==================== block 1
Figure 1. Met3 routing (block 1).
Scale bar: 50 microns.
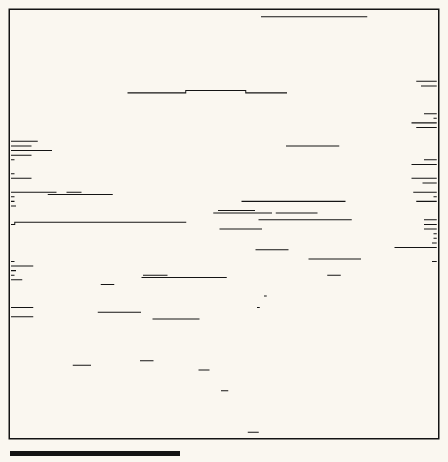

--- src/rtl/ms_wb_uart_master.sv ---
// Wishbone classic initiator fed by UART bytes: 'W' A3..A0 D3..D0 writes, 'R' A3..A0 reads.
// Optional bus watchdog enabled by defining WB_TIMEOUT_EN (limit set by TIMEOUT_CYCLES).
module ms_wb_uart_master #(
  parameter int TIMEOUT_CYCLES = 255
) (
  input  logic        clk_i,
  input  logic        rst_i,
  input  logic [7:0]  rx_data,
  input  logic        rx_valid,
  output logic [7:0]  tx_data,
  output logic        tx_valid,
  input  logic        tx_ready,
  output logic        cyc_o,
  output logic        stb_o,
  output logic        we_o,
  output logic [3:0]  sel_o,
  output logic [31:0] adr_o,
  output logic [31:0] dat_o,
  input  logic [31:0] dat_i,
  input  logic        ack_i,
  output logic        busy_o
);

  typedef enum logic [2:0] {
    ST_IDLE = 3'd0,
    ST_ADDR = 3'd1,
    ST_DATA = 3'd2,
    ST_BUS  = 3'd3,
    ST_RESP = 3'd4
  } state_t;

  localparam logic [7:0] CMD_W = 8'h57;
  localparam logic [7:0] CMD_R = 8'h52;
  localparam logic [7:0] RSP_K = 8'h4B;
  localparam logic [7:0] RSP_E = 8'h45;
  localparam logic [7:0] RSP_T = 8'h54;

  state_t      state_r, state_s;
  logic [1:0]  cnt_r, cnt_s;
  logic [31:0] rd_r, rd_s;
  logic        cyc_s, stb_s, we_s, txv_s;
  logic [3:0]  sel_s;
  logic [31:0] adr_s, dat_s;
  logic [7:0]  txd_s;
  logic        tmo_hit_s;

`ifdef WB_TIMEOUT_EN
  localparam logic [15:0] TMO_LAST = 16'(TIMEOUT_CYCLES - 1);
  logic [15:0] tmo_r;

  // Watchdog: zero outside BUS, so it restarts every time stb_o rises
  always_ff @(posedge clk_i) begin
    if (rst_i) begin
      tmo_r <= 16'd0;
    end else if (state_r != ST_BUS) begin
      tmo_r <= 16'd0;
    end else begin
      tmo_r <= tmo_r + 16'd1;
    end
  end

  assign tmo_hit_s = (state_r == ST_BUS) && (tmo_r == TMO_LAST);
`else
  assign tmo_hit_s = 1'b0;
`endif

  // Next-state and next-output logic; cnt_r counts bytes in ADDR/DATA and bytes left to send in RESP
  always_comb begin
    state_s = state_r;
    cnt_s   = cnt_r;
    rd_s    = rd_r;
    cyc_s   = cyc_o;
    stb_s   = stb_o;
    we_s    = we_o;
    sel_s   = sel_o;
    adr_s   = adr_o;
    dat_s   = dat_o;
    txd_s   = tx_data;
    txv_s   = tx_valid;
    case (state_r)
      ST_IDLE: begin
        if (rx_valid) begin
          cnt_s = 2'd0;
          if ((rx_data == CMD_W) || (rx_data == CMD_R)) begin
            state_s = ST_ADDR;
            we_s    = (rx_data == CMD_W);
          end else begin
            state_s = ST_RESP;
            txd_s   = RSP_E;
            txv_s   = 1'b1;
          end
        end else begin
          state_s = ST_IDLE;
        end
      end
      ST_ADDR: begin
        if (rx_valid) begin
          adr_s = {adr_o[23:0], rx_data};
          cnt_s = cnt_r + 2'd1;
          if (cnt_r == 2'd3) begin
            if (we_o) begin
              state_s = ST_DATA;
              cnt_s   = 2'd0;
            end else begin
              state_s = ST_BUS;
              cyc_s   = 1'b1;
              stb_s   = 1'b1;
              sel_s   = 4'hF;
            end
          end else begin
            state_s = ST_ADDR;
          end
        end else begin
          state_s = ST_ADDR;
        end
      end
      ST_DATA: begin
        if (rx_valid) begin
          dat_s = {dat_o[23:0], rx_data};
          cnt_s = cnt_r + 2'd1;
          if (cnt_r == 2'd3) begin
            state_s = ST_BUS;
            cyc_s   = 1'b1;
            stb_s   = 1'b1;
            sel_s   = 4'hF;
          end else begin
            state_s = ST_DATA;
          end
        end else begin
          state_s = ST_DATA;
        end
      end
      ST_BUS: begin
        // an ack in the expiry cycle takes priority over the watchdog
        if (ack_i) begin
          state_s = ST_RESP;
          cyc_s   = 1'b0;
          stb_s   = 1'b0;
          sel_s   = 4'h0;
          txv_s   = 1'b1;
          if (we_o) begin
            txd_s = RSP_K;
            cnt_s = 2'd0;
          end else begin
            txd_s = dat_i[31:24];
            rd_s  = {dat_i[23:0], 8'h00};
            cnt_s = 2'd3;
          end
        end else if (tmo_hit_s) begin
          state_s = ST_RESP;
          cyc_s   = 1'b0;
          stb_s   = 1'b0;
          sel_s   = 4'h0;
          txv_s   = 1'b1;
          txd_s   = RSP_T;
          cnt_s   = 2'd0;
        end else begin
          state_s = ST_BUS;
        end
      end
      ST_RESP: begin
        if (tx_ready) begin
          if (cnt_r != 2'd0) begin
            txd_s = rd_r[31:24];
            rd_s  = {rd_r[23:0], 8'h00};
            cnt_s = cnt_r - 2'd1;
          end else begin
            txv_s   = 1'b0;
            state_s = ST_IDLE;
          end
        end else begin
          state_s = ST_RESP;
        end
      end
      default: begin
        state_s = ST_IDLE;
        cyc_s   = 1'b0;
        stb_s   = 1'b0;
        sel_s   = 4'h0;
        txv_s   = 1'b0;
      end
    endcase
  end

  // State register and registered outputs
  always_ff @(posedge clk_i) begin
    if (rst_i) begin
      state_r  <= ST_IDLE;
      cnt_r    <= 2'd0;
      rd_r     <= 32'h0000_0000;
      cyc_o    <= 1'b0;
      stb_o    <= 1'b0;
      we_o     <= 1'b0;
      sel_o    <= 4'h0;
      adr_o    <= 32'h0000_0000;
      dat_o    <= 32'h0000_0000;
      tx_data  <= 8'h00;
      tx_valid <= 1'b0;
      busy_o   <= 1'b0;
    end else begin
      state_r  <= state_s;
      cnt_r    <= cnt_s;
      rd_r     <= rd_s;
      cyc_o    <= cyc_s;
      stb_o    <= stb_s;
      we_o     <= we_s;
      sel_o    <= sel_s;
      adr_o    <= adr_s;
      dat_o    <= dat_s;
      tx_data  <= txd_s;
      tx_valid <= txv_s;
      busy_o   <= (state_s != ST_IDLE);
    end
  end

endmodule

--- config.mk ---
export PLATFORM = sky130hd
export DESIGN_NAME = ms_wb_uart_master
export DESIGN_NICKNAME = d
export VERILOG_FILES = /design/src/rtl/ms_wb_uart_master.sv
export SDC_FILE = /design/constraint.sdc
export NUM_CORES = 1
export LEC_CHECK = 0
export ABC_AREA = 0
export ABC_CLOCK_PERIOD_IN_PS = 2100
export CAP_MARGIN = 0
export CELL_PAD_IN_SITES_DETAIL_PLACEMENT = 0
export CELL_PAD_IN_SITES_GLOBAL_PLACEMENT = 1
export CORE_MARGIN = 3
export CORE_UTILIZATION = 31
export DETAILED_ROUTE_END_ITERATION = 16
export GPL_ROUTABILITY_DRIVEN = 1
export PLACE_DENSITY = 0.72
export SLEW_MARGIN = 15
export SYNTH_ARGS = -nofsm -noshare
export SYNTH_HDL_FRONTEND = slang
export SYNTH_SLANG_ARGS = --single-unit
--- constraint.sdc ---
create_clock -name clk_i -period 2.1 [get_ports clk_i]
set_clock_uncertainty 0.15 [all_clocks]
set_input_delay 0.63 -clock clk_i [delete_from_list [all_inputs] [get_ports clk_i]]
set_output_delay 0.63 -clock clk_i [all_outputs]
set_load 0.02 [all_outputs]
==================== block 2
===== src/rtl/stack_pkg.sv =====
// Shared definitions for the stack sequencer: operation encodings, FSM states
// and the default stack depth.
package stack_pkg;

  localparam int STACK_DEPTH_DEFAULT = 256;

  typedef enum logic [1:0] {
    OP_PUSH = 2'b00,
    OP_POP  = 2'b01,
    OP_CALL = 2'b10,
    OP_RET  = 2'b11
  } op_e;

  typedef enum logic [2:0] {
    ST_IDLE,
    ST_WRITE,
    ST_READ,
    ST_RWAIT,
    ST_DONE
  } state_e;

  function automatic logic is_write_op(op_e op);
    return (op == OP_PUSH) || (op == OP_CALL);
  endfunction

endpackage


===== src/rtl/stack_seq_if.sv =====
// Core request/response, stack-pointer strobes and stack RAM port of stack_seq.
// err exists only when STACK_SEQ_BOUNDS_EN is defined.
interface stack_seq_if;
  logic        req_valid;
  logic        req_ready;
  logic [1:0]  req_op;
  logic [15:0] req_data;
  logic [15:0] req_pc;
  logic        sp_push;
  logic        sp_pop;
  logic        mem_we;
  logic        mem_re;
  logic [15:0] mem_wdata;
  logic [15:0] mem_rdata;
  logic        rsp_valid;
  logic [15:0] rsp_data;
  logic        pc_load;
  logic [15:0] pc_value;
`ifdef STACK_SEQ_BOUNDS_EN
  logic        err;
`endif

  modport slave (
`ifdef STACK_SEQ_BOUNDS_EN
    output err,
`endif
    input  req_valid, req_op, req_data, req_pc, mem_rdata,
    output req_ready, sp_push, sp_pop, mem_we, mem_re, mem_wdata,
    output rsp_valid, rsp_data, pc_load, pc_value
  );

  modport master (
`ifdef STACK_SEQ_BOUNDS_EN
    input  err,
`endif
    output req_valid, req_op, req_data, req_pc, mem_rdata,
    input  req_ready, sp_push, sp_pop, mem_we, mem_re, mem_wdata,
    input  rsp_valid, rsp_data, pc_load, pc_value
  );

endinterface


===== src/rtl/stack_seq.sv =====
// Stack operation sequencer: turns PUSH/POP/CALL/RET requests into SP and RAM strobes.
// Define STACK_SEQ_BOUNDS_EN to add the depth counter and over/underflow err pulse.
module stack_seq
  import stack_pkg::*;
#(
  parameter int STACK_DEPTH = STACK_DEPTH_DEFAULT
) (
  input  logic       clk,
  input  logic       reset,
  stack_seq_if.slave bus
);

  if (STACK_DEPTH < 1) begin : g_bad_depth
    $error("stack_seq: STACK_DEPTH must be at least 1");
  end

  state_e      state_reg, state_next;
  op_e         op_reg;
  logic [15:0] data_reg;
  logic [15:0] mem_wdata_reg;
  logic [15:0] rsp_data_reg;
  logic [15:0] pc_value_reg;
  logic        accept;
  logic        reject_now;
  logic        reject_reg;
  op_e         req_op_in;

  assign req_op_in = op_e'(bus.req_op);
  assign accept    = bus.req_valid && (state_reg == ST_IDLE);

`ifdef STACK_SEQ_BOUNDS_EN
  localparam int DW = $clog2(STACK_DEPTH + 1);
  localparam logic [DW-1:0] DEPTH_MAX = DW'(STACK_DEPTH);

  logic [DW-1:0] depth_reg;

  assign reject_now = is_write_op(req_op_in) ? (depth_reg == DEPTH_MAX)
                                             : (depth_reg == '0);

  // Depth moves at acceptance so a back-to-back request sees the updated count.
  always_ff @(posedge clk or posedge reset) begin
    if (reset) begin
      depth_reg  <= '0;
      reject_reg <= 1'b0;
    end else if (accept) begin
      reject_reg <= reject_now;
      if (!reject_now) begin
        depth_reg <= is_write_op(req_op_in) ? depth_reg + DW'(1) : depth_reg - DW'(1);
      end
    end
  end
`else
  assign reject_now = 1'b0;
  assign reject_reg = 1'b0;
`endif

  always_ff @(posedge clk or posedge reset) begin
    if (reset) begin
      state_reg <= ST_IDLE;
    end else begin
      state_reg <= state_next;
    end
  end

  always_comb begin
    state_next    = state_reg;
    bus.req_ready = 1'b0;
    bus.sp_push   = 1'b0;
    bus.sp_pop    = 1'b0;
    bus.mem_we    = 1'b0;
    bus.mem_re    = 1'b0;
    bus.rsp_valid = 1'b0;
    bus.pc_load   = 1'b0;
`ifdef STACK_SEQ_BOUNDS_EN
    bus.err       = 1'b0;
`endif
    case (state_reg)
      ST_IDLE: begin
        bus.req_ready = 1'b1;
        if (bus.req_valid) begin
          if (reject_now) begin
            state_next = ST_DONE;
          end else if (is_write_op(req_op_in)) begin
            state_next = ST_WRITE;
          end else begin
            state_next = ST_READ;
          end
        end
      end
      ST_WRITE: begin
        bus.sp_push = 1'b1;
        bus.mem_we  = 1'b1;
        state_next  = ST_DONE;
      end
      ST_READ: begin
        bus.sp_pop = 1'b1;
        bus.mem_re = 1'b1;
        state_next = ST_RWAIT;
      end
      ST_RWAIT: begin
        state_next = ST_DONE;
      end
      ST_DONE: begin
        bus.rsp_valid = 1'b1;
        bus.pc_load   = ((op_reg == OP_CALL) || (op_reg == OP_RET)) && !reject_reg;
`ifdef STACK_SEQ_BOUNDS_EN
        bus.err       = reject_reg;
`endif
        state_next    = ST_IDLE;
      end
      default: state_next = ST_IDLE;
    endcase
  end

  // rsp_data is cleared on acceptance so non-popping operations report zero.
  always_ff @(posedge clk or posedge reset) begin
    if (reset) begin
      op_reg        <= OP_PUSH;
      data_reg      <= '0;
      mem_wdata_reg <= '0;
      rsp_data_reg  <= '0;
      pc_value_reg  <= '0;
    end else begin
      if (accept) begin
        op_reg       <= req_op_in;
        data_reg     <= bus.req_data;
        rsp_data_reg <= '0;
        if (!reject_now && is_write_op(req_op_in)) begin
          mem_wdata_reg <= (req_op_in == OP_CALL) ? bus.req_pc : bus.req_data;
        end
      end
      if (state_reg == ST_WRITE && op_reg == OP_CALL) begin
        pc_value_reg <= data_reg;
      end
      if (state_reg == ST_RWAIT) begin
        rsp_data_reg <= bus.mem_rdata;
        if (op_reg == OP_RET) begin
          pc_value_reg <= bus.mem_rdata;
        end
      end
    end
  end

  assign bus.mem_wdata = mem_wdata_reg;
  assign bus.rsp_data  = rsp_data_reg;
  assign bus.pc_value  = pc_value_reg;

endmodule


===== src/flat_wrapper.sv =====
// flat-port wrapper written by rule: the top's interface ports become plain ports
module stack_seq_flat import stack_pkg::*;
#(
  parameter int STACK_DEPTH = STACK_DEPTH_DEFAULT
)
  (clk, reset, bus_req_valid, bus_req_op, bus_req_data, bus_req_pc, bus_mem_rdata, bus_req_ready, bus_sp_push, bus_sp_pop, bus_mem_we, bus_mem_re, bus_mem_wdata, bus_rsp_valid, bus_rsp_data, bus_pc_load, bus_pc_value);
  stack_seq_if bus_i ();
  input  logic clk;
  input  logic reset;
  input wire logic [$bits(bus_i.req_valid)-1:0] bus_req_valid;
  input wire logic [$bits(bus_i.req_op)-1:0] bus_req_op;
  input wire logic [$bits(bus_i.req_data)-1:0] bus_req_data;
  input wire logic [$bits(bus_i.req_pc)-1:0] bus_req_pc;
  input wire logic [$bits(bus_i.mem_rdata)-1:0] bus_mem_rdata;
  output wire logic [$bits(bus_i.req_ready)-1:0] bus_req_ready;
  output wire logic [$bits(bus_i.sp_push)-1:0] bus_sp_push;
  output wire logic [$bits(bus_i.sp_pop)-1:0] bus_sp_pop;
  output wire logic [$bits(bus_i.mem_we)-1:0] bus_mem_we;
  output wire logic [$bits(bus_i.mem_re)-1:0] bus_mem_re;
  output wire logic [$bits(bus_i.mem_wdata)-1:0] bus_mem_wdata;
  output wire logic [$bits(bus_i.rsp_valid)-1:0] bus_rsp_valid;
  output wire logic [$bits(bus_i.rsp_data)-1:0] bus_rsp_data;
  output wire logic [$bits(bus_i.pc_load)-1:0] bus_pc_load;
  output wire logic [$bits(bus_i.pc_value)-1:0] bus_pc_value;
  assign bus_i.req_valid = bus_req_valid;
  assign bus_i.req_op = bus_req_op;
  assign bus_i.req_data = bus_req_data;
  assign bus_i.req_pc = bus_req_pc;
  assign bus_i.mem_rdata = bus_mem_rdata;
  assign bus_req_ready = bus_i.req_ready;
  assign bus_sp_push = bus_i.sp_push;
  assign bus_sp_pop = bus_i.sp_pop;
  assign bus_mem_we = bus_i.mem_we;
  assign bus_mem_re = bus_i.mem_re;
  assign bus_mem_wdata = bus_i.mem_wdata;
  assign bus_rsp_valid = bus_i.rsp_valid;
  assign bus_rsp_data = bus_i.rsp_data;
  assign bus_pc_load = bus_i.pc_load;
  assign bus_pc_value = bus_i.pc_value;
  stack_seq #(.STACK_DEPTH(STACK_DEPTH)) u_core (.clk(clk), .reset(reset), .bus(bus_i));
endmodule

===== config.mk =====
export PLATFORM = sky130hd
export DESIGN_NAME = stack_seq_flat
export DESIGN_NICKNAME = d
export VERILOG_FILES = /design/src/rtl/stack_pkg.sv /design/src/rtl/stack_seq_if.sv /design/src/rtl/stack_seq.sv /design/src/flat_wrapper.sv
export SDC_FILE = /design/constraint.sdc
export NUM_CORES = 1
export LEC_CHECK = 0
export CAP_MARGIN = 20
export CELL_PAD_IN_SITES_DETAIL_PLACEMENT = 1
export CELL_PAD_IN_SITES_GLOBAL_PLACEMENT = 2
export CORE_MARGIN = 2
export CORE_UTILIZATION = 26
export DETAILED_ROUTE_END_ITERATION = 7
export GPL_TIMING_DRIVEN = 0
export HOLD_SLACK_MARGIN = 0.06
export PLACE_DENSITY_LB_ADDON = 0.1
export RECOVER_POWER = 25
export SYNTH_ARGS = -nofsm -noshare
export SYNTH_HDL_FRONTEND = slang
export SYNTH_SLANG_ARGS = --single-unit

===== constraint.sdc =====
create_clock -name clk -period 1.9 [get_ports clk]
set_input_delay 0.285 -clock clk [delete_from_list [all_inputs] [get_ports clk]]
set_output_delay 0.285 -clock clk [all_outputs]
set_load 0.005 [all_outputs]

==================== block 3
$ cat src/rtl/tanh_grad.sv
// rtl/tanh_grad.sv - backward-pass gradient delta = err * f'(y) for tanh/sigmoid, 3-stage valid/ready pipeline
module tanh_grad #(
    parameter int FEATURE_WIDE = 4,
    parameter int NUM_NEURON   = 16
) (
    input  logic                           clk,
    input  logic                           rst_n,
    input  logic                           flush,
    input  logic                           choice,
    input  logic                           in_valid,
    output logic                           in_ready,
    input  logic signed [FEATURE_WIDE+15:0] y_in,
    input  logic signed [FEATURE_WIDE+15:0] err_in,
    output logic                           out_valid,
    input  logic                           out_ready,
    output logic signed [FEATURE_WIDE+15:0] delta_out,
    output logic                           layer_done
);
    localparam int D  = FEATURE_WIDE + 16;
    localparam int CW = $clog2(NUM_NEURON + 1);
    localparam logic [CW-1:0]       LAST    = CW'(NUM_NEURON - 1);
    localparam logic signed [D-1:0] ONE     = D'(64);
    localparam logic signed [D-1:0] NEG_ONE = -D'(64);

    logic                  r_v1, r_v2, r_v3;
    logic signed [D-1:0]   r_y1, r_e1, r_e2, r_d3;
    logic                  r_c1;
    logic [6:0]            r_g2;
    logic [CW-1:0]         r_count;
    logic                  r_done;

    logic                  w_adv;
    logic signed [D-1:0]   w_y_clamp;
    logic signed [D-1:0]   w_b_d;
    logic signed [2*D-1:0] w_a, w_b, w_prod;
    logic [6:0]            w_g;
    logic signed [D+7:0]   w_e_ext, w_g_ext, w_dprod;
    logic                  w_unused;

    assign w_adv      = !r_v3 || out_ready;
    assign in_ready   = w_adv;
    assign out_valid  = r_v3;
    assign delta_out  = r_d3;
    assign layer_done = r_done;

    always_comb begin
        w_y_clamp = y_in;
        if (choice) begin
            if (y_in < 0)        w_y_clamp = '0;
            else if (y_in > ONE) w_y_clamp = ONE;
        end else begin
            if (y_in < NEG_ONE)  w_y_clamp = NEG_ONE;
            else if (y_in > ONE) w_y_clamp = ONE;
        end
    end

    // One shared multiplier: y*y for tanh, y*(64-y) for sigmoid; both products are non-negative.
    assign w_b_d  = r_c1 ? (ONE - r_y1) : r_y1;
    assign w_a    = {{D{r_y1[D-1]}}, r_y1};
    assign w_b    = {{D{w_b_d[D-1]}}, w_b_d};
    assign w_prod = w_a * w_b;
    assign w_g    = r_c1 ? w_prod[12:6] : (7'd64 - w_prod[12:6]);

    // g <= 64 keeps |delta| within |err|+1, so truncating back to D bits needs no saturation.
    assign w_e_ext = {{8{r_e2[D-1]}}, r_e2};
    assign w_g_ext = {{(D+1){1'b0}}, r_g2};
    assign w_dprod = w_e_ext * w_g_ext;

    assign w_unused = ^{w_prod[2*D-1:13], w_prod[5:0], w_dprod[D+7:D+6], w_dprod[5:0]};

    always_ff @(posedge clk or negedge rst_n) begin
        if (!rst_n) begin
            r_v1    <= 1'b0;
            r_v2    <= 1'b0;
            r_v3    <= 1'b0;
            r_y1    <= '0;
            r_e1    <= '0;
            r_c1    <= 1'b0;
            r_g2    <= '0;
            r_e2    <= '0;
            r_d3    <= '0;
            r_count <= '0;
            r_done  <= 1'b0;
        end else begin
            if (flush) begin
                r_v1    <= 1'b0;
                r_v2    <= 1'b0;
                r_v3    <= 1'b0;
                r_count <= '0;
                r_done  <= 1'b0;
            end else begin
                r_done <= 1'b0;
                if (r_v3 && out_ready) begin
                    if (r_count == LAST) begin
                        r_count <= '0;
                        r_done  <= 1'b1;
                    end else begin
                        r_count <= r_count + CW'(1);
                    end
                end
                if (w_adv) begin
                    r_v1 <= in_valid;
                    r_v2 <= r_v1;
                    r_v3 <= r_v2;
                end
            end
            if (w_adv) begin
                r_y1 <= w_y_clamp;
                r_e1 <= err_in;
                r_c1 <= choice;
                r_g2 <= w_g;
                r_e2 <= r_e1;
                r_d3 <= w_dprod[D+5:6];
            end
        end
    end
endmodule

$ cat config.mk
export PLATFORM = sky130hd
export DESIGN_NAME = tanh_grad
export DESIGN_NICKNAME = d
export VERILOG_FILES = /design/src/rtl/tanh_grad.sv
export SDC_FILE = /design/constraint.sdc
export NUM_CORES = 1
export LEC_CHECK = 0
export CAP_MARGIN = 10
export CELL_PAD_IN_SITES_DETAIL_PLACEMENT = 1
export CELL_PAD_IN_SITES_GLOBAL_PLACEMENT = 2
export CORE_AREA = 2 2 180 182
export DETAILED_ROUTE_END_ITERATION = 7
export DIE_AREA = 0 0 182 184
export GPL_TIMING_DRIVEN = 0
export PLACE_DENSITY_LB_ADDON = 0.1
export SLEW_MARGIN = 15
export SYNTH_ARGS = -nofsm -noshare
export SYNTH_HDL_FRONTEND = slang
export SYNTH_SLANG_ARGS = --single-unit
$ cat constraint.sdc
create_clock -name clk -period 6.65 [get_ports clk]
set_input_delay 0.9975 -clock clk [delete_from_list [all_inputs] [get_ports clk]]
set_output_delay 0.9975 -clock clk [all_outputs]
set_load 0.005 [all_outputs]
==================== block 4
### src/rtl/pcf8591_dac_sequencer_if.sv
// Handshake bundle between the sample source / I2C byte transmitter and the
// PCF8591 DAC sequencer. The sequencer connects through the slave modport.
`timescale 1ns/1ps

interface pcf8591_dac_sequencer_if;
    logic        enable;
    logic [7:0]  sample_data;
    logic        sample_valid;
    logic        sample_ready;
    logic [7:0]  tx_word;
    logic        tx_ready;
    logic        tx_reset;
    logic        busy;
    logic        underrun;
    logic [15:0] underrun_count;

    modport master (
        output enable, sample_data, sample_valid, tx_ready,
        input  sample_ready, tx_word, tx_reset, busy, underrun, underrun_count
    );

    modport slave (
        input  enable, sample_data, sample_valid, tx_ready,
        output sample_ready, tx_word, tx_reset, busy, underrun, underrun_count
    );
endinterface

### src/rtl/pcf8591_dac_sequencer.sv
// Sequences address, control and sample bytes into a free-running I2C byte
// transmitter for a PCF8591 DAC. Define PCF8591_SEQ_UNDERRUN_CNT_EN to build the underrun counter.
`timescale 1ns/1ps

module pcf8591_dac_sequencer #(
    parameter logic [2:0] DEV_ADDR     = 3'b000,
    parameter logic [7:0] CTRL_BYTE    = 8'h40,
    parameter int         FIFO_AW      = 2,
    parameter int         DRAIN_CYCLES = 14
) (
    input logic                     clk,
    input logic                     reset_n,
    pcf8591_dac_sequencer_if.slave  bus
);

    localparam logic [7:0] ADDR_BYTE = {4'b1001, DEV_ADDR, 1'b0};
    localparam int         DEPTH     = 1 << FIFO_AW;
    localparam int         DCW       = (DRAIN_CYCLES > 0) ? $clog2(DRAIN_CYCLES + 1) : 1;
    localparam logic [DCW-1:0] DRAIN_LOAD = DCW'(DRAIN_CYCLES);

    typedef enum logic [2:0] {
        S_IDLE,
        S_ADDR,
        S_CTRL,
        S_DATA,
        S_DRAIN
    } state_e;

    state_e           state_q;
    logic [7:0]       tx_word_q;
    logic             tx_reset_q;
    logic             busy_q;
    logic             underrun_q;
    logic [DCW-1:0]   drain_cnt_q;

    logic [7:0]       mem_q [DEPTH];
    logic [FIFO_AW:0] wr_ptr_q;
    logic [FIFO_AW:0] rd_ptr_q;

    logic fifo_empty;
    logic fifo_full;
    logic push;
    logic pop;
    logic byte_step;
    logic underrun_hit;

    // NOTE: every signal gets a value before any condition so no latch is inferred.
    always_comb begin
        fifo_empty   = (wr_ptr_q == rd_ptr_q);
        fifo_full    = (wr_ptr_q[FIFO_AW] != rd_ptr_q[FIFO_AW]) &&
                       (wr_ptr_q[FIFO_AW-1:0] == rd_ptr_q[FIFO_AW-1:0]);
        push         = bus.sample_valid && !fifo_full;
        byte_step    = bus.tx_ready && bus.enable &&
                       ((state_q == S_CTRL) || (state_q == S_DATA));
        pop          = byte_step && !fifo_empty;
        underrun_hit = byte_step && fifo_empty;
    end

    // NOTE: sample storage is not reset; the pointers alone decide which entries are valid.
    always_ff @(posedge clk) begin
        if (push) begin
            mem_q[wr_ptr_q[FIFO_AW-1:0]] <= bus.sample_data;
        end
    end

    always_ff @(posedge clk or negedge reset_n) begin
        if (!reset_n) begin
            wr_ptr_q <= '0;
            rd_ptr_q <= '0;
        end else begin
            if (push) wr_ptr_q <= wr_ptr_q + (FIFO_AW+1)'(1);
            if (pop)  rd_ptr_q <= rd_ptr_q + (FIFO_AW+1)'(1);
        end
    end

    // tx_word only moves on a byte-consumed pulse or on return to IDLE, never mid-byte.
    always_ff @(posedge clk or negedge reset_n) begin
        if (!reset_n) begin
            state_q     <= S_IDLE;
            tx_word_q   <= ADDR_BYTE;
            tx_reset_q  <= 1'b1;
            busy_q      <= 1'b0;
            underrun_q  <= 1'b0;
            drain_cnt_q <= '0;
        end else begin
            underrun_q <= underrun_hit;
            case (state_q)
                S_IDLE: begin
                    if (bus.enable && !fifo_empty) begin
                        state_q    <= S_ADDR;
                        tx_reset_q <= 1'b0;
                        busy_q     <= 1'b1;
                    end
                end
                S_ADDR: begin
                    if (bus.tx_ready) begin
                        if (bus.enable) begin
                            state_q   <= S_CTRL;
                            tx_word_q <= CTRL_BYTE;
                        end else begin
                            state_q     <= S_DRAIN;
                            drain_cnt_q <= DRAIN_LOAD;
                        end
                    end
                end
                S_CTRL, S_DATA: begin
                    if (bus.tx_ready) begin
                        if (bus.enable) begin
                            state_q <= S_DATA;
                            if (pop) tx_word_q <= mem_q[rd_ptr_q[FIFO_AW-1:0]];
                        end else begin
                            state_q     <= S_DRAIN;
                            drain_cnt_q <= DRAIN_LOAD;
                        end
                    end
                end
                S_DRAIN: begin
                    // Let the transmitter finish the last bit/ACK before parking the bus.
                    if (drain_cnt_q == '0) begin
                        state_q    <= S_IDLE;
                        tx_reset_q <= 1'b1;
                        busy_q     <= 1'b0;
                        tx_word_q  <= ADDR_BYTE;
                    end else begin
                        drain_cnt_q <= drain_cnt_q - DCW'(1);
                    end
                end
                default: begin
                    state_q    <= S_IDLE;
                    tx_reset_q <= 1'b1;
                    busy_q     <= 1'b0;
                    tx_word_q  <= ADDR_BYTE;
                end
            endcase
        end
    end

`ifdef PCF8591_SEQ_UNDERRUN_CNT_EN
    logic [15:0] underrun_count_q;

    always_ff @(posedge clk or negedge reset_n) begin
        if (!reset_n) begin
            underrun_count_q <= 16'h0000;
        end else if (underrun_hit && (underrun_count_q != 16'hFFFF)) begin
            underrun_count_q <= underrun_count_q + 16'd1;
        end
    end

    assign bus.underrun_count = underrun_count_q;
`else
    assign bus.underrun_count = 16'h0000;
`endif

    assign bus.sample_ready = !fifo_full;
    assign bus.tx_word      = tx_word_q;
    assign bus.tx_reset     = tx_reset_q;
    assign bus.busy         = busy_q;
    assign bus.underrun     = underrun_q;

endmodule
### src/flat_wrapper.sv
// flat-port wrapper written by rule: the top's interface ports become plain ports
module pcf8591_dac_sequencer_flat 
#(
    parameter logic [2:0] DEV_ADDR     = 3'b000,
    parameter logic [7:0] CTRL_BYTE    = 8'h40,
    parameter int         FIFO_AW      = 2,
    parameter int         DRAIN_CYCLES = 14
)
  (clk, reset_n, bus_enable, bus_sample_data, bus_sample_valid, bus_tx_ready, bus_sample_ready, bus_tx_word, bus_tx_reset, bus_busy, bus_underrun, bus_underrun_count);
  pcf8591_dac_sequencer_if bus_i ();
  input logic clk;
  input logic reset_n;
  input wire logic [$bits(bus_i.enable)-1:0] bus_enable;
  input wire logic [$bits(bus_i.sample_data)-1:0] bus_sample_data;
  input wire logic [$bits(bus_i.sample_valid)-1:0] bus_sample_valid;
  input wire logic [$bits(bus_i.tx_ready)-1:0] bus_tx_ready;
  output wire logic [$bits(bus_i.sample_ready)-1:0] bus_sample_ready;
  output wire logic [$bits(bus_i.tx_word)-1:0] bus_tx_word;
  output wire logic [$bits(bus_i.tx_reset)-1:0] bus_tx_reset;
  output wire logic [$bits(bus_i.busy)-1:0] bus_busy;
  output wire logic [$bits(bus_i.underrun)-1:0] bus_underrun;
  output wire logic [$bits(bus_i.underrun_count)-1:0] bus_underrun_count;
  assign bus_i.enable = bus_enable;
  assign bus_i.sample_data = bus_sample_data;
  assign bus_i.sample_valid = bus_sample_valid;
  assign bus_i.tx_ready = bus_tx_ready;
  assign bus_sample_ready = bus_i.sample_ready;
  assign bus_tx_word = bus_i.tx_word;
  assign bus_tx_reset = bus_i.tx_reset;
  assign bus_busy = bus_i.busy;
  assign bus_underrun = bus_i.underrun;
  assign bus_underrun_count = bus_i.underrun_count;
  pcf8591_dac_sequencer #(.DEV_ADDR(DEV_ADDR), .CTRL_BYTE(CTRL_BYTE), .FIFO_AW(FIFO_AW), .DRAIN_CYCLES(DRAIN_CYCLES)) u_core (.clk(clk), .reset_n(reset_n), .bus(bus_i));
endmodule
### config.mk
export PLATFORM = sky130hd
export DESIGN_NAME = pcf8591_dac_sequencer_flat
export DESIGN_NICKNAME = d
export VERILOG_FILES = /design/src/rtl/pcf8591_dac_sequencer_if.sv /design/src/rtl/pcf8591_dac_sequencer.sv /design/src/flat_wrapper.sv
export SDC_FILE = /design/constraint.sdc
export NUM_CORES = 1
export LEC_CHECK = 0
export ABC_AREA = 1
export CORE_ASPECT_RATIO = 1.25
export CORE_UTILIZATION = 25
export CTS_BUF_LIST = sky130_fd_sc_hd__clkbuf_4 sky130_fd_sc_hd__clkbuf_8 sky130_fd_sc_hd__clkbuf_16
export CTS_CLUSTER_DIAMETER = 40
export DETAILED_ROUTE_END_ITERATION = 10
export PLACE_DENSITY = 0.43
export SKIP_LAST_GASP = 1
export SYNTH_ARGS = -nofsm -noshare
export SYNTH_HDL_FRONTEND = slang
export SYNTH_SLANG_ARGS = --single-unit
### constraint.sdc
create_clock -name clk -period 2.33 [get_ports clk]
set_input_delay 0.5825 -clock clk [delete_from_list [all_inputs] [get_ports clk]]
set_output_delay 0.5825 -clock clk [all_outputs]
set_load 0.01 [all_outputs]

==> gallery <==
Sequential cells colored by netlist name.
Plate I
Scale bar: 50 microns. Other sequential cells in the stronger gray, the rest of the logic in the fainter gray.
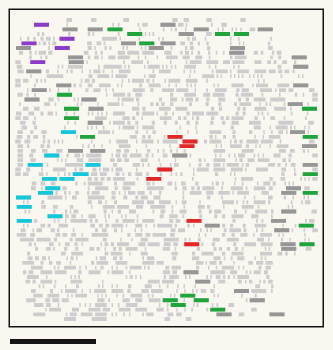
Plate II
Scale bar: 50 microns. Other sequential cells in the stronger gray, the rest of the logic in the fainter gray.
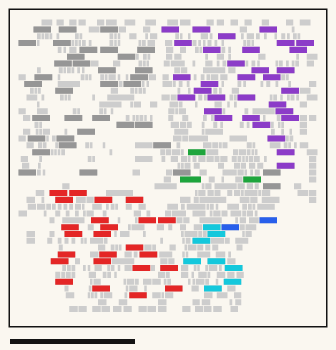
Plate III
Scale bar: 20 microns. Other sequential cells in the stronger gray, the rest of the logic in the fainter gray.
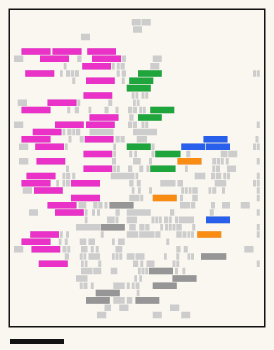
Plate IV
Scale bar: 20 microns. Other sequential cells in the stronger gray, the rest of the logic in the fainter gray.
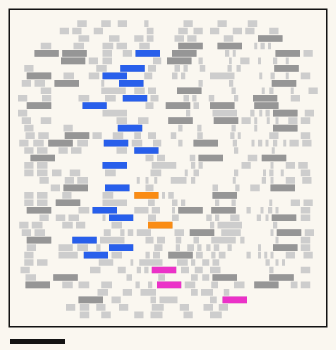
Of these, most cells: Plate I
Of these, fewest cells: Plate III
Plate I comes from block 3.
Plate IV comes from block 2.
Plate III comes from block 4.
Plate II comes from block 1.

Figure 2. Cell outlines without signal wires (block 1).
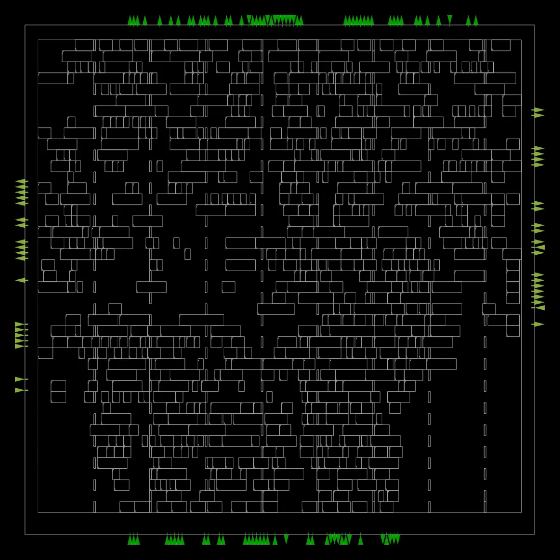
num sequential: 105
flop share of the area: 32.2%
Row Count: 43

Figure 3. Placement density heat map (block 1).
13 x 13 tiles, from white (low) to dark blue (high), 0 to 100% covered.
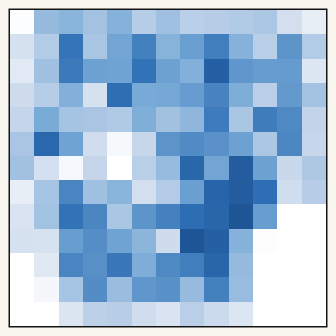
mean over tiles = 40%
nearly empty tiles = 12%
tiles over 75% full = 7.1%

Notes on Figure 1 above:
wire length on this layer = 551 microns
longest straight run = 50.4 microns
share of all routed wire = 4.2%

==> results.py, block 1 <==
# Flow results
metrics = {
    "clock_network": {
        "cts_resized": 83,
        "postCtsSetupBuffers": 0,
    },
    "worst_setup_path": {
        "crit_end": "adr_o[29]",
    },
    "run": {
        "warning_count": 28,
    },
    "outcome": {
        "status": "complete, no violations",
    },
    "logic_synthesis": {
        "muxShareOfSynthArea_pct": 2.35,
    },
    "cells_and_area": {
        "drive_gt1_share_pct": 12.2,
        "largest_class": "logic gates",
    },
    "routing": {
        "vias_per_cell": 4.88,
    },
    "floorplan": {
        "die_h_microns": 126,
    },
    "global_route": {
        "grt_use_met3_pct": 4.16,
    },
}
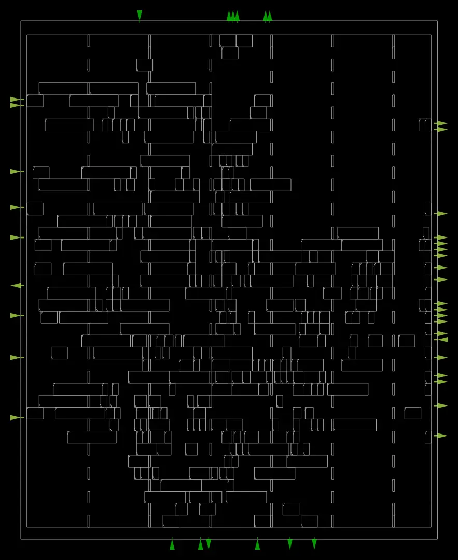
Figure 4: block 4, cell outlines without signal wires.
flop share of the area: 48.9%
CORE AREA: 10,200 sq um
fillers: 1,063
Post-Layout Cell Count: 432

==> results.py, block 4 <==
# Flow results
metrics = {
    "sta": {
        "finalCritPeriodShare_pct": 83.9,
        "rsz0062_at_grt": "false",
        "hold_viol": 0,
        "fin_tns_setup_ns": 0,
    },
    "clock_network": {
        "clk_latency_ns": 0.30,
        "htreeDepth": 2,
    },
    "logic_synthesis": {
        "top_logic_kind": "simple AND/OR/NAND/NOR gates",
        "topCellsByArea": "edfxtp_1 36%, dfrtp_1 20%, nand2_1 10%, buf_4 4.5%, nand3_1 3.9%",
        "synth-simple-area-share_pct": 21.9,
        "ys_cells": 268,
        "top_cells_by_count": "72 x nand2_1, 32 x edfxtp_1, 21 x dfrtp_1, 21 x nand3_1, 20 x inv_1",
        "ys_chip_area_sq_um": 2670,
        "top_cell_area_share_pct": 36.1,
        "synth_flops": 56,
    },
    "outcome": {
        "status": "complete, no violations",
    },
    "cells_and_area": {
        "drive_gt1_share_pct": 11.9,
        "nets": 321,
        "largest_class": "flip-flops and latches",
        "largest_reg_flops": 32,
    },
    "global_route": {
        "grt_pass1_wl_mm": 8.83,
        "met1_usage_pct": 13.6,
    },
    "worst_setup_path": {
        "worstSetupEndpointType": "output port",
        "path_delay_family": "flip-flops",
        "crit_buf_inv": 1,
        "startpoint": "u_core.bus.tx_word[4]",
    },
    "routing": {
        "dr.pass1.iters": 4,
        "vias_per_cell": 4.16,
        "met1_length_mm": 2.38,
        "drc_errors": 0,
    },
    "placement": {
        "place_hpwl_mm": 3.78,
    },
    "worst_hold_path": {
        "min_path_cells": 2,
    },
}
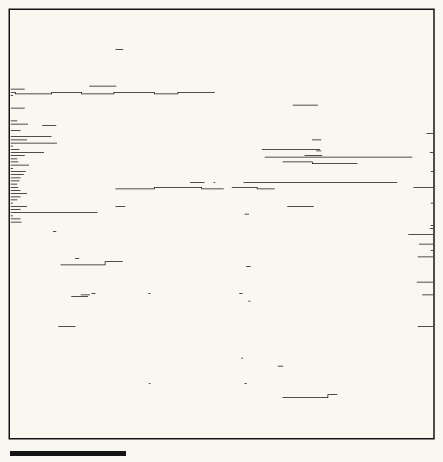
Figure 5: block 3, met3 routing.
Scale bar: 50 microns.
wire length on this layer = 753 microns
main direction = horizontal

Figure 6. Cell classes on the final placement (block 3).
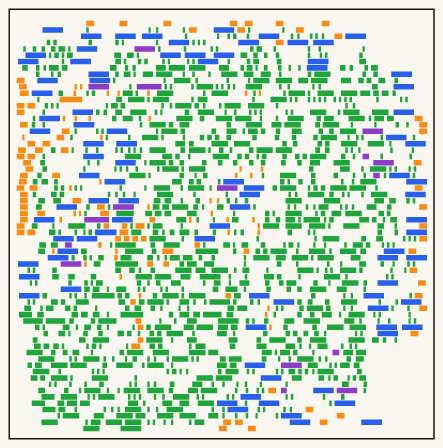
remaining logic cells -> green  # cells 1,074
remaining buffers and delay cells -> orange  # cells 133
clock drivers and dummy loads -> purple  # cells 16
registers -> blue  # cells 90

==> results.py, block 3 <==
# Flow results
metrics = {
    "cells_and_area": {
        "nClkBuffers": 9,
        "comb_share_pct": 62.0,
        "seq-cell-share_pct": 17.6,
        "largest_class": "logic gates",
    },
    "logic_synthesis": {
        "async_flop_share_pct": 100,
        "top_cell_area_share_pct": 27.1,
        "netlist.top_cell.by_area": "fa_1",
        "ys_cells": 1212,
        "top_logic_kind": "adder cells",
        "synthCells": 1212,
        "aoi_share_pct": 6.35,
        "synth-simple-area-share_pct": 21.0,
    },
    "outcome": {
        "status": "complete, no violations",
    },
    "global_route": {
        "antenna_found_initial": 0,
        "grt_pass1_wl_mm": 51.3,
    },
    "worst_hold_path": {
        "holdPathEnd": "r_e1[19]",
        "min-delay-start": "r_e1[19]",
        "min_path_cells": 2,
    },
    "floorplan": {
        "die_h_microns": 184,
        "taps": 402,
    },
    "placement": {
        "place_hpwl_mm": 25.0,
        "preCtsSetupSlack_ns": -1.09,
    },
    "sta": {
        "hold_viol": 0,
        "rsz0062_at_grt": "false",
        "setup_viol_count_final": 0,
        "relSlewSlack_pct": 28.0,
    },
    "clock_network": {
        "cts_hold_buf": 0,
        "clkSlewWorstSetupHoldPaths_ns": 0.07,
        "clk_path_buf_depth": 2,
        "htreeDepth": 3,
        "cts.sinks": 90,
    },
    "routing": {
        "num_vias": 8169,
        "drc_errors": 0,
        "totalWireLength_mm": 31.4,
    },
    "worst_setup_path": {
        "regToRegStartpoint": "r_y1[0]",
        "cpMostUsedCell": "fa_1",
        "startpoint": "r_y1[0]",
    },
}
Figure 7. Placement density heat map (block 2).
12 x 12 tiles, from white (low) to dark blue (high), 0 to 100% covered.
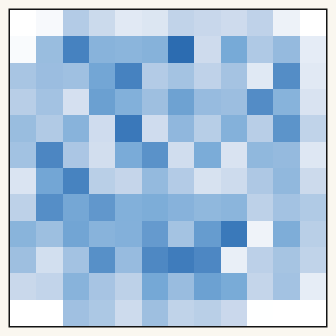
densest ninth of the die = bottom center
nearly empty tiles = 4.9%
tiles over 75% full = 0.70%
emptiest ninth of the die = lower right
mean over tiles = 36%

Figure 8. Cell classes on the final placement (block 2).
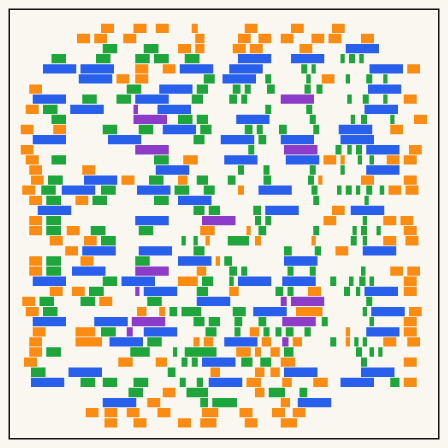
registers -> blue  # cells 69
remaining buffers and delay cells -> orange  # cells 146
clock drivers and dummy loads -> purple  # cells 14
remaining logic cells -> green  # cells 184

==> results.py, block 2 <==
# Flow results
metrics = {
    "cells_and_area": {
        "regArea_sq_um": 1730,
        "seq-cell-share_pct": 35.2,
        "flop-count": 69,
        "nets": 463,
    },
    "routing": {
        "drt-initial-drc-count": 71,
        "routedWlPerCell_microns": 16.6,
        "dr.max_layer_used": "met4",
        "totalWireLength_mm": 9.30,
        "wl_met2_mm": 4.22,
    },
    "global_route": {
        "antenna_found_initial": 0,
        "grt_use_met3_pct": 3.43,
        "grt_pass1_wl_mm": 14.8,
    },
    "logic_synthesis": {
        "aoi_share_pct": 8.42,
        "xor_share_pct": 0,
        "synth_top_flop_cell": "dfrtp_1",
        "mappedNetlistNets": 333,
        "synth_seq_share_pct": 53.8,
        "syn_area_per_cell_sq_um": 11.5,
        "ys_warn_count": 0,
        "synth-simple-area-share_pct": 14.7,
        "edf_count": 0,
    },
    "clock_network": {
        "cts_tree": "done",
        "cts_resized": 20,
        "clk_path_buf_depth": 2,
        "cts_hold_buf": 0,
        "cts_made_buffers": 9,
    },
    "floorplan": {
        "taps": 147,
    },
    "worst_setup_path": {
        "cp_data_arrival_time_ns": 2.05,
        "cp.required_ns": 2.10,
        "path_class": "register to register",
    },
    "placement": {
        "dp.cells": 535,
        "place_hpwl_mm": 7.02,
    },
    "outcome": {
        "status": "complete, no violations",
    },
    "sta": {
        "hold_viol": 0,
        "fin_ws_ns": 0.0576,
        "holdWs_ns": 0.508,
        "worst_slew_pin_slew_ns": 0.770,
    },
    "worst_hold_path": {
        "min_path_type": "register to register",
    },
}

==================== block 5
Figure 9. Placement density heat map (block 5).
18 x 25 tiles, from white (low) to dark blue (high), 0 to 100% covered.
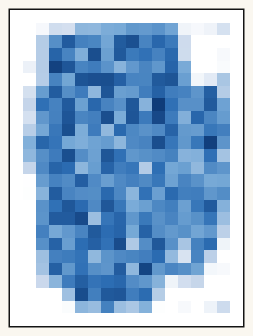
`config.mk`:
```
export PLATFORM = sky130hd
export DESIGN_NAME = pwl_activation_pipe_flat
export DESIGN_NICKNAME = d
export VERILOG_FILES = /design/src/rtl/pwl_activation_pipe_if.sv /design/src/rtl/pwl_activation_pipe.sv /design/src/flat_wrapper.sv
export SDC_FILE = /design/constraint.sdc
export NUM_CORES = 1
export LEC_CHECK = 0
export CAP_MARGIN = 20
export CORE_ASPECT_RATIO = 1.4
export CORE_MARGIN = 10
export CORE_UTILIZATION = 50
export DETAILED_ROUTE_END_ITERATION = 8
export GPL_TIMING_DRIVEN = 1
export PLACE_DENSITY = 0.67
export SLEW_MARGIN = 10
export SYNTH_ARGS = -nofsm -noshare
export SYNTH_HDL_FRONTEND = slang
export SYNTH_SLANG_ARGS = --single-unit
```
`constraint.sdc`:
```
create_clock -name clk -period 14.9 [get_ports clk]
set_clock_uncertainty 0.2 [all_clocks]
set_input_delay 3.725 -clock clk [delete_from_list [all_inputs] [get_ports clk]]
set_output_delay 3.725 -clock clk [all_outputs]
set_load 0.02 [all_outputs]
```
`src/rtl/pwl_activation_pipe_if.sv`:
```
// Stream-in / stream-out / table-write bundle for pwl_activation_pipe.
// master drives samples and table writes; slave is the activation unit.
interface pwl_activation_pipe_if #(
    parameter int DATA_W = 8,
    parameter int ADDR_W = 4,
    parameter int SEL_W  = 1
);
    logic              i_valid;
    logic              i_ready;
    logic [DATA_W-1:0] i_data;
    logic [SEL_W-1:0]  i_sel;
    logic              o_valid;
    logic              o_ready;
    logic [DATA_W-1:0] o_data;
    logic [SEL_W-1:0]  o_sel;
    logic              tbl_we;
    logic [SEL_W-1:0]  tbl_sel;
    logic [ADDR_W:0]   tbl_addr;
    logic [DATA_W-1:0] tbl_data;
    logic [15:0]       o_count;

    modport master (
        output i_valid, i_data, i_sel, o_ready, tbl_we, tbl_sel, tbl_addr, tbl_data,
        input  i_ready, o_valid, o_data, o_sel, o_count
    );

    modport slave (
        input  i_valid, i_data, i_sel, o_ready, tbl_we, tbl_sel, tbl_addr, tbl_data,
        output i_ready, o_valid, o_data, o_sel, o_count
    );
endinterface

```
`src/rtl/pwl_activation_pipe.sv`:
```
// 3-stage piecewise-linear activation with N_TBL writable tables and valid/ready backpressure.
// Optional macro PWL_CNT_EN enables the 16-bit accepted-output counter on o_count.
module pwl_activation_pipe #(
    parameter int DATA_W = 8,
    parameter int ADDR_W = 4,
    parameter int N_TBL  = 2,
    parameter int SEL_W  = 1
) (
    input  logic               clk,
    input  logic               rst,
    pwl_activation_pipe_if.slave bus
);
    localparam int FRAC_W = DATA_W - ADDR_W;
    localparam int NENT   = (1 << ADDR_W) + 1;
    localparam int PW     = DATA_W + FRAC_W + 2;

    logic signed [DATA_W-1:0] tbl_q [N_TBL][NENT];

    logic [3:1]               vld_q;
    logic signed [DATA_W-1:0] s1_base_q, s1_next_q;
    logic [FRAC_W-1:0]        s1_rem_q;
    logic [SEL_W-1:0]         s1_sel_q;
    logic signed [DATA_W-1:0] s2_base_q;
    logic signed [PW-1:0]     s2_prod_q;
    logic [SEL_W-1:0]         s2_sel_q;
    logic [DATA_W-1:0]        o_data_q;
    logic [SEL_W-1:0]         o_sel_q;

    logic                     adv, xfer, wr_ok;
    logic [ADDR_W-1:0]        idx;
    logic [ADDR_W:0]          idx_b, idx_n;
    logic [SEL_W-1:0]         rd_sel;
    logic signed [DATA_W:0]   diff_d;
    logic signed [PW-1:0]     prod_d;
    logic signed [DATA_W-1:0] y_d;

    assign adv  = !vld_q[3] || bus.o_ready;
    assign xfer = bus.i_valid && adv;

    assign wr_ok = bus.tbl_we && (32'(bus.tbl_sel) < N_TBL) && (32'(bus.tbl_addr) < NENT);

    // Negative z lands in the upper half of the table because idx is unsigned.
    assign idx    = bus.i_data[DATA_W-1:FRAC_W];
    assign idx_b  = {1'b0, idx};
    assign idx_n  = idx_b + 1'b1;
    assign rd_sel = (32'(bus.i_sel) < N_TBL) ? bus.i_sel : '0;

    always_ff @(posedge clk or negedge rst) begin
        if (!rst) begin
            for (int t = 0; t < N_TBL; t++)
                for (int e = 0; e < NENT; e++)
                    tbl_q[t][e] <= '0;
        end else if (wr_ok) begin
            tbl_q[bus.tbl_sel][bus.tbl_addr] <= bus.tbl_data;
        end
    end

    always_comb begin
        diff_d = {s1_next_q[DATA_W-1], s1_next_q} - {s1_base_q[DATA_W-1], s1_base_q};
        prod_d = PW'(diff_d) * PW'($signed({1'b0, s1_rem_q}));
        // Result is bounded by base and next, so modular truncation is exact.
        y_d    = s2_base_q + DATA_W'(s2_prod_q >>> FRAC_W);
    end

    always_ff @(posedge clk or negedge rst) begin
        if (!rst) begin
            vld_q     <= '0;
            s1_base_q <= '0;
            s1_next_q <= '0;
            s1_rem_q  <= '0;
            s1_sel_q  <= '0;
            s2_base_q <= '0;
            s2_prod_q <= '0;
            s2_sel_q  <= '0;
            o_data_q  <= '0;
            o_sel_q   <= '0;
        end else if (adv) begin
            vld_q <= {vld_q[2:1], xfer};
            if (xfer) begin
                s1_base_q <= tbl_q[rd_sel][idx_b];
                s1_next_q <= tbl_q[rd_sel][idx_n];
                s1_rem_q  <= bus.i_data[FRAC_W-1:0];
                s1_sel_q  <= bus.i_sel;
            end
            s2_base_q <= s1_base_q;
            s2_prod_q <= prod_d;
            s2_sel_q  <= s1_sel_q;
            o_data_q  <= y_d;
            o_sel_q   <= s2_sel_q;
        end
    end

    assign bus.i_ready = adv;
    assign bus.o_valid = vld_q[3];
    assign bus.o_data  = o_data_q;
    assign bus.o_sel   = o_sel_q;

`ifdef PWL_CNT_EN
    logic [15:0] cnt_q, cnt_d;

    assign cnt_d = (vld_q[3] && bus.o_ready) ? cnt_q + 16'd1 : cnt_q;

    always_ff @(posedge clk or negedge rst) begin
        if (!rst) cnt_q <= '0;
        else      cnt_q <= cnt_d;
    end

    assign bus.o_count = cnt_q;
`else
    assign bus.o_count = '0;
`endif
endmodule

```
`src/flat_wrapper.sv`:
```
// flat-port wrapper written by rule: the top's interface ports become plain ports
module pwl_activation_pipe_flat 
#(
    parameter int DATA_W = 8,
    parameter int ADDR_W = 4,
    parameter int N_TBL  = 2,
    parameter int SEL_W  = 1
)
  (clk, rst, bus_i_valid, bus_i_data, bus_i_sel, bus_o_ready, bus_tbl_we, bus_tbl_sel, bus_tbl_addr, bus_tbl_data, bus_i_ready, bus_o_valid, bus_o_data, bus_o_sel, bus_o_count);
  pwl_activation_pipe_if #(.DATA_W(DATA_W), .ADDR_W(ADDR_W), .SEL_W(SEL_W)) bus_i ();
  input  logic clk;
  input  logic rst;
  input wire logic [$bits(bus_i.i_valid)-1:0] bus_i_valid;
  input wire logic [$bits(bus_i.i_data)-1:0] bus_i_data;
  input wire logic [$bits(bus_i.i_sel)-1:0] bus_i_sel;
  input wire logic [$bits(bus_i.o_ready)-1:0] bus_o_ready;
  input wire logic [$bits(bus_i.tbl_we)-1:0] bus_tbl_we;
  input wire logic [$bits(bus_i.tbl_sel)-1:0] bus_tbl_sel;
  input wire logic [$bits(bus_i.tbl_addr)-1:0] bus_tbl_addr;
  input wire logic [$bits(bus_i.tbl_data)-1:0] bus_tbl_data;
  output wire logic [$bits(bus_i.i_ready)-1:0] bus_i_ready;
  output wire logic [$bits(bus_i.o_valid)-1:0] bus_o_valid;
  output wire logic [$bits(bus_i.o_data)-1:0] bus_o_data;
  output wire logic [$bits(bus_i.o_sel)-1:0] bus_o_sel;
  output wire logic [$bits(bus_i.o_count)-1:0] bus_o_count;
  assign bus_i.i_valid = bus_i_valid;
  assign bus_i.i_data = bus_i_data;
  assign bus_i.i_sel = bus_i_sel;
  assign bus_i.o_ready = bus_o_ready;
  assign bus_i.tbl_we = bus_tbl_we;
  assign bus_i.tbl_sel = bus_tbl_sel;
  assign bus_i.tbl_addr = bus_tbl_addr;
  assign bus_i.tbl_data = bus_tbl_data;
  assign bus_i_ready = bus_i.i_ready;
  assign bus_o_valid = bus_i.o_valid;
  assign bus_o_data = bus_i.o_data;
  assign bus_o_sel = bus_i.o_sel;
  assign bus_o_count = bus_i.o_count;
  pwl_activation_pipe #(.DATA_W(DATA_W), .ADDR_W(ADDR_W), .N_TBL(N_TBL), .SEL_W(SEL_W)) u_core (.clk(clk), .rst(rst), .bus(bus_i));
endmodule
```
==> results.py <==
# Flow results
metrics = {
    "routing": {
        "totalWireLength_mm": 43.8,
        "num_vias": 11418,
    },
    "logic_synthesis": {
        "fa_ha_area_share_pct": 4.28,
        "synth-simple-area-share_pct": 7.11,
        "top_cell_area_share_pct": 44.3,
    },
    "cells_and_area": {
        "nNonClkBuffers": 60,
        "lay_top_count": "dfrtp_1",
        "drive_gt1_share_pct": 37.3,
    },
    "outcome": {
        "status": "complete, no violations",
    },
    "worst_hold_path": {
        "holdPathEnd": "u_core.s2_sel_q",
        "min-delay-start": "u_core.s2_sel_q",
    },
    "worst_setup_path": {
        "cpMaxStageDelayCell": "clkdlybuf4s50_1",
        "cp.required_ns": 10.97,
        "path_delay_family": "buffers and inverters",
        "regToRegSetupSlack_ns": 9.48,
    },
    "floorplan": {
        "row_count": 82,
        "pin_count": 55,
    },
    "pwr": {
        "switching_share_pct": 34.4,
    },
}
Notes on Figure 9 above:
densest ninth of the die = center
tiles over 75% full = 17%
fullest tile = 95%
emptiest ninth of the die = lower right
mean over tiles = 44%
nearly empty tiles = 26%



==> screenshots <==
Met3 routing.
(a)
Scale bar: 20 microns.
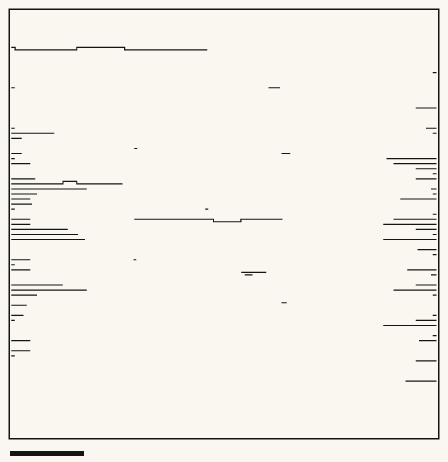
(b)
Scale bar: 20 microns.
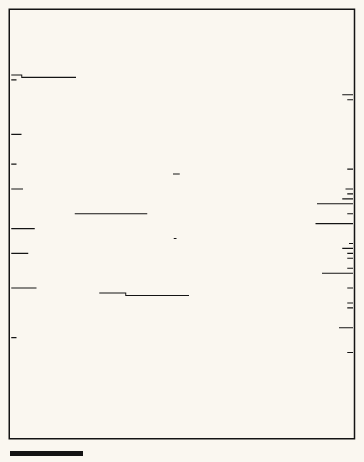
(c)
Scale bar: 50 microns.
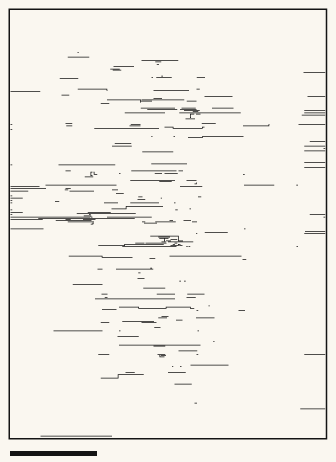
(c): block 5
(b): block 4
(a): block 2
- smallest die: (b)
- largest die: (c)

Key to (c):
share of all routed wire = 4.9%
nets with wire on the layer = 147
wire length on this layer = 2,130 microns
longest straight run = 55.2 microns


==> gallery <==
Cell outlines without signal wires.
picture 1
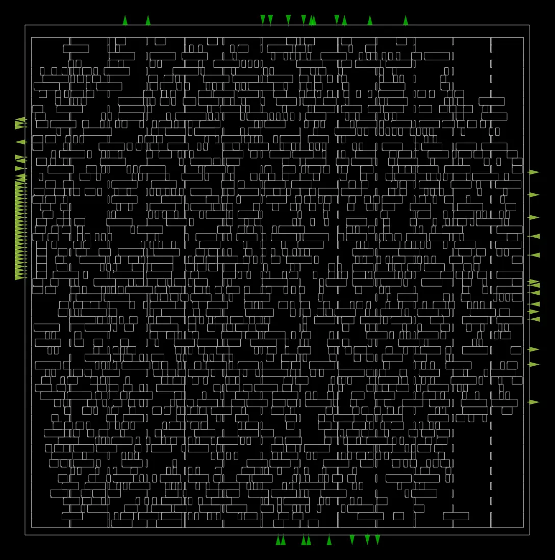
picture 2
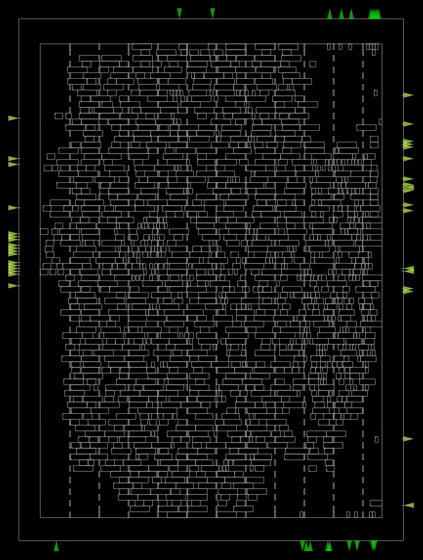
picture 3
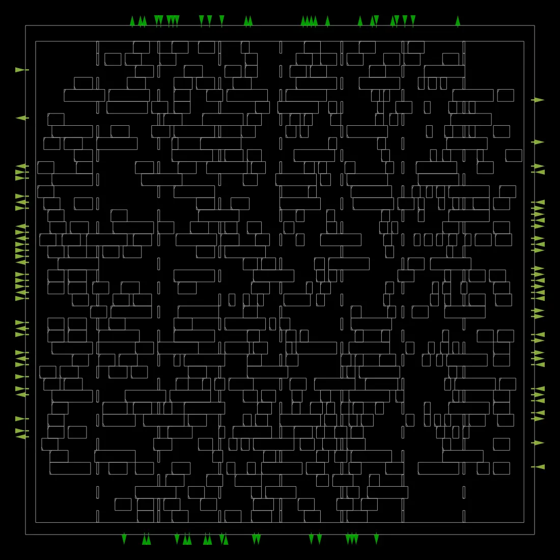
| picture | from |
|---|---|
| picture 2 | block 5 |
| picture 1 | block 3 |
| picture 3 | block 2 |
Of these, fewest cells: picture 3
Of these, highest utilization: picture 2

No activity file was given, so power comes from the tool's default toggle rates.
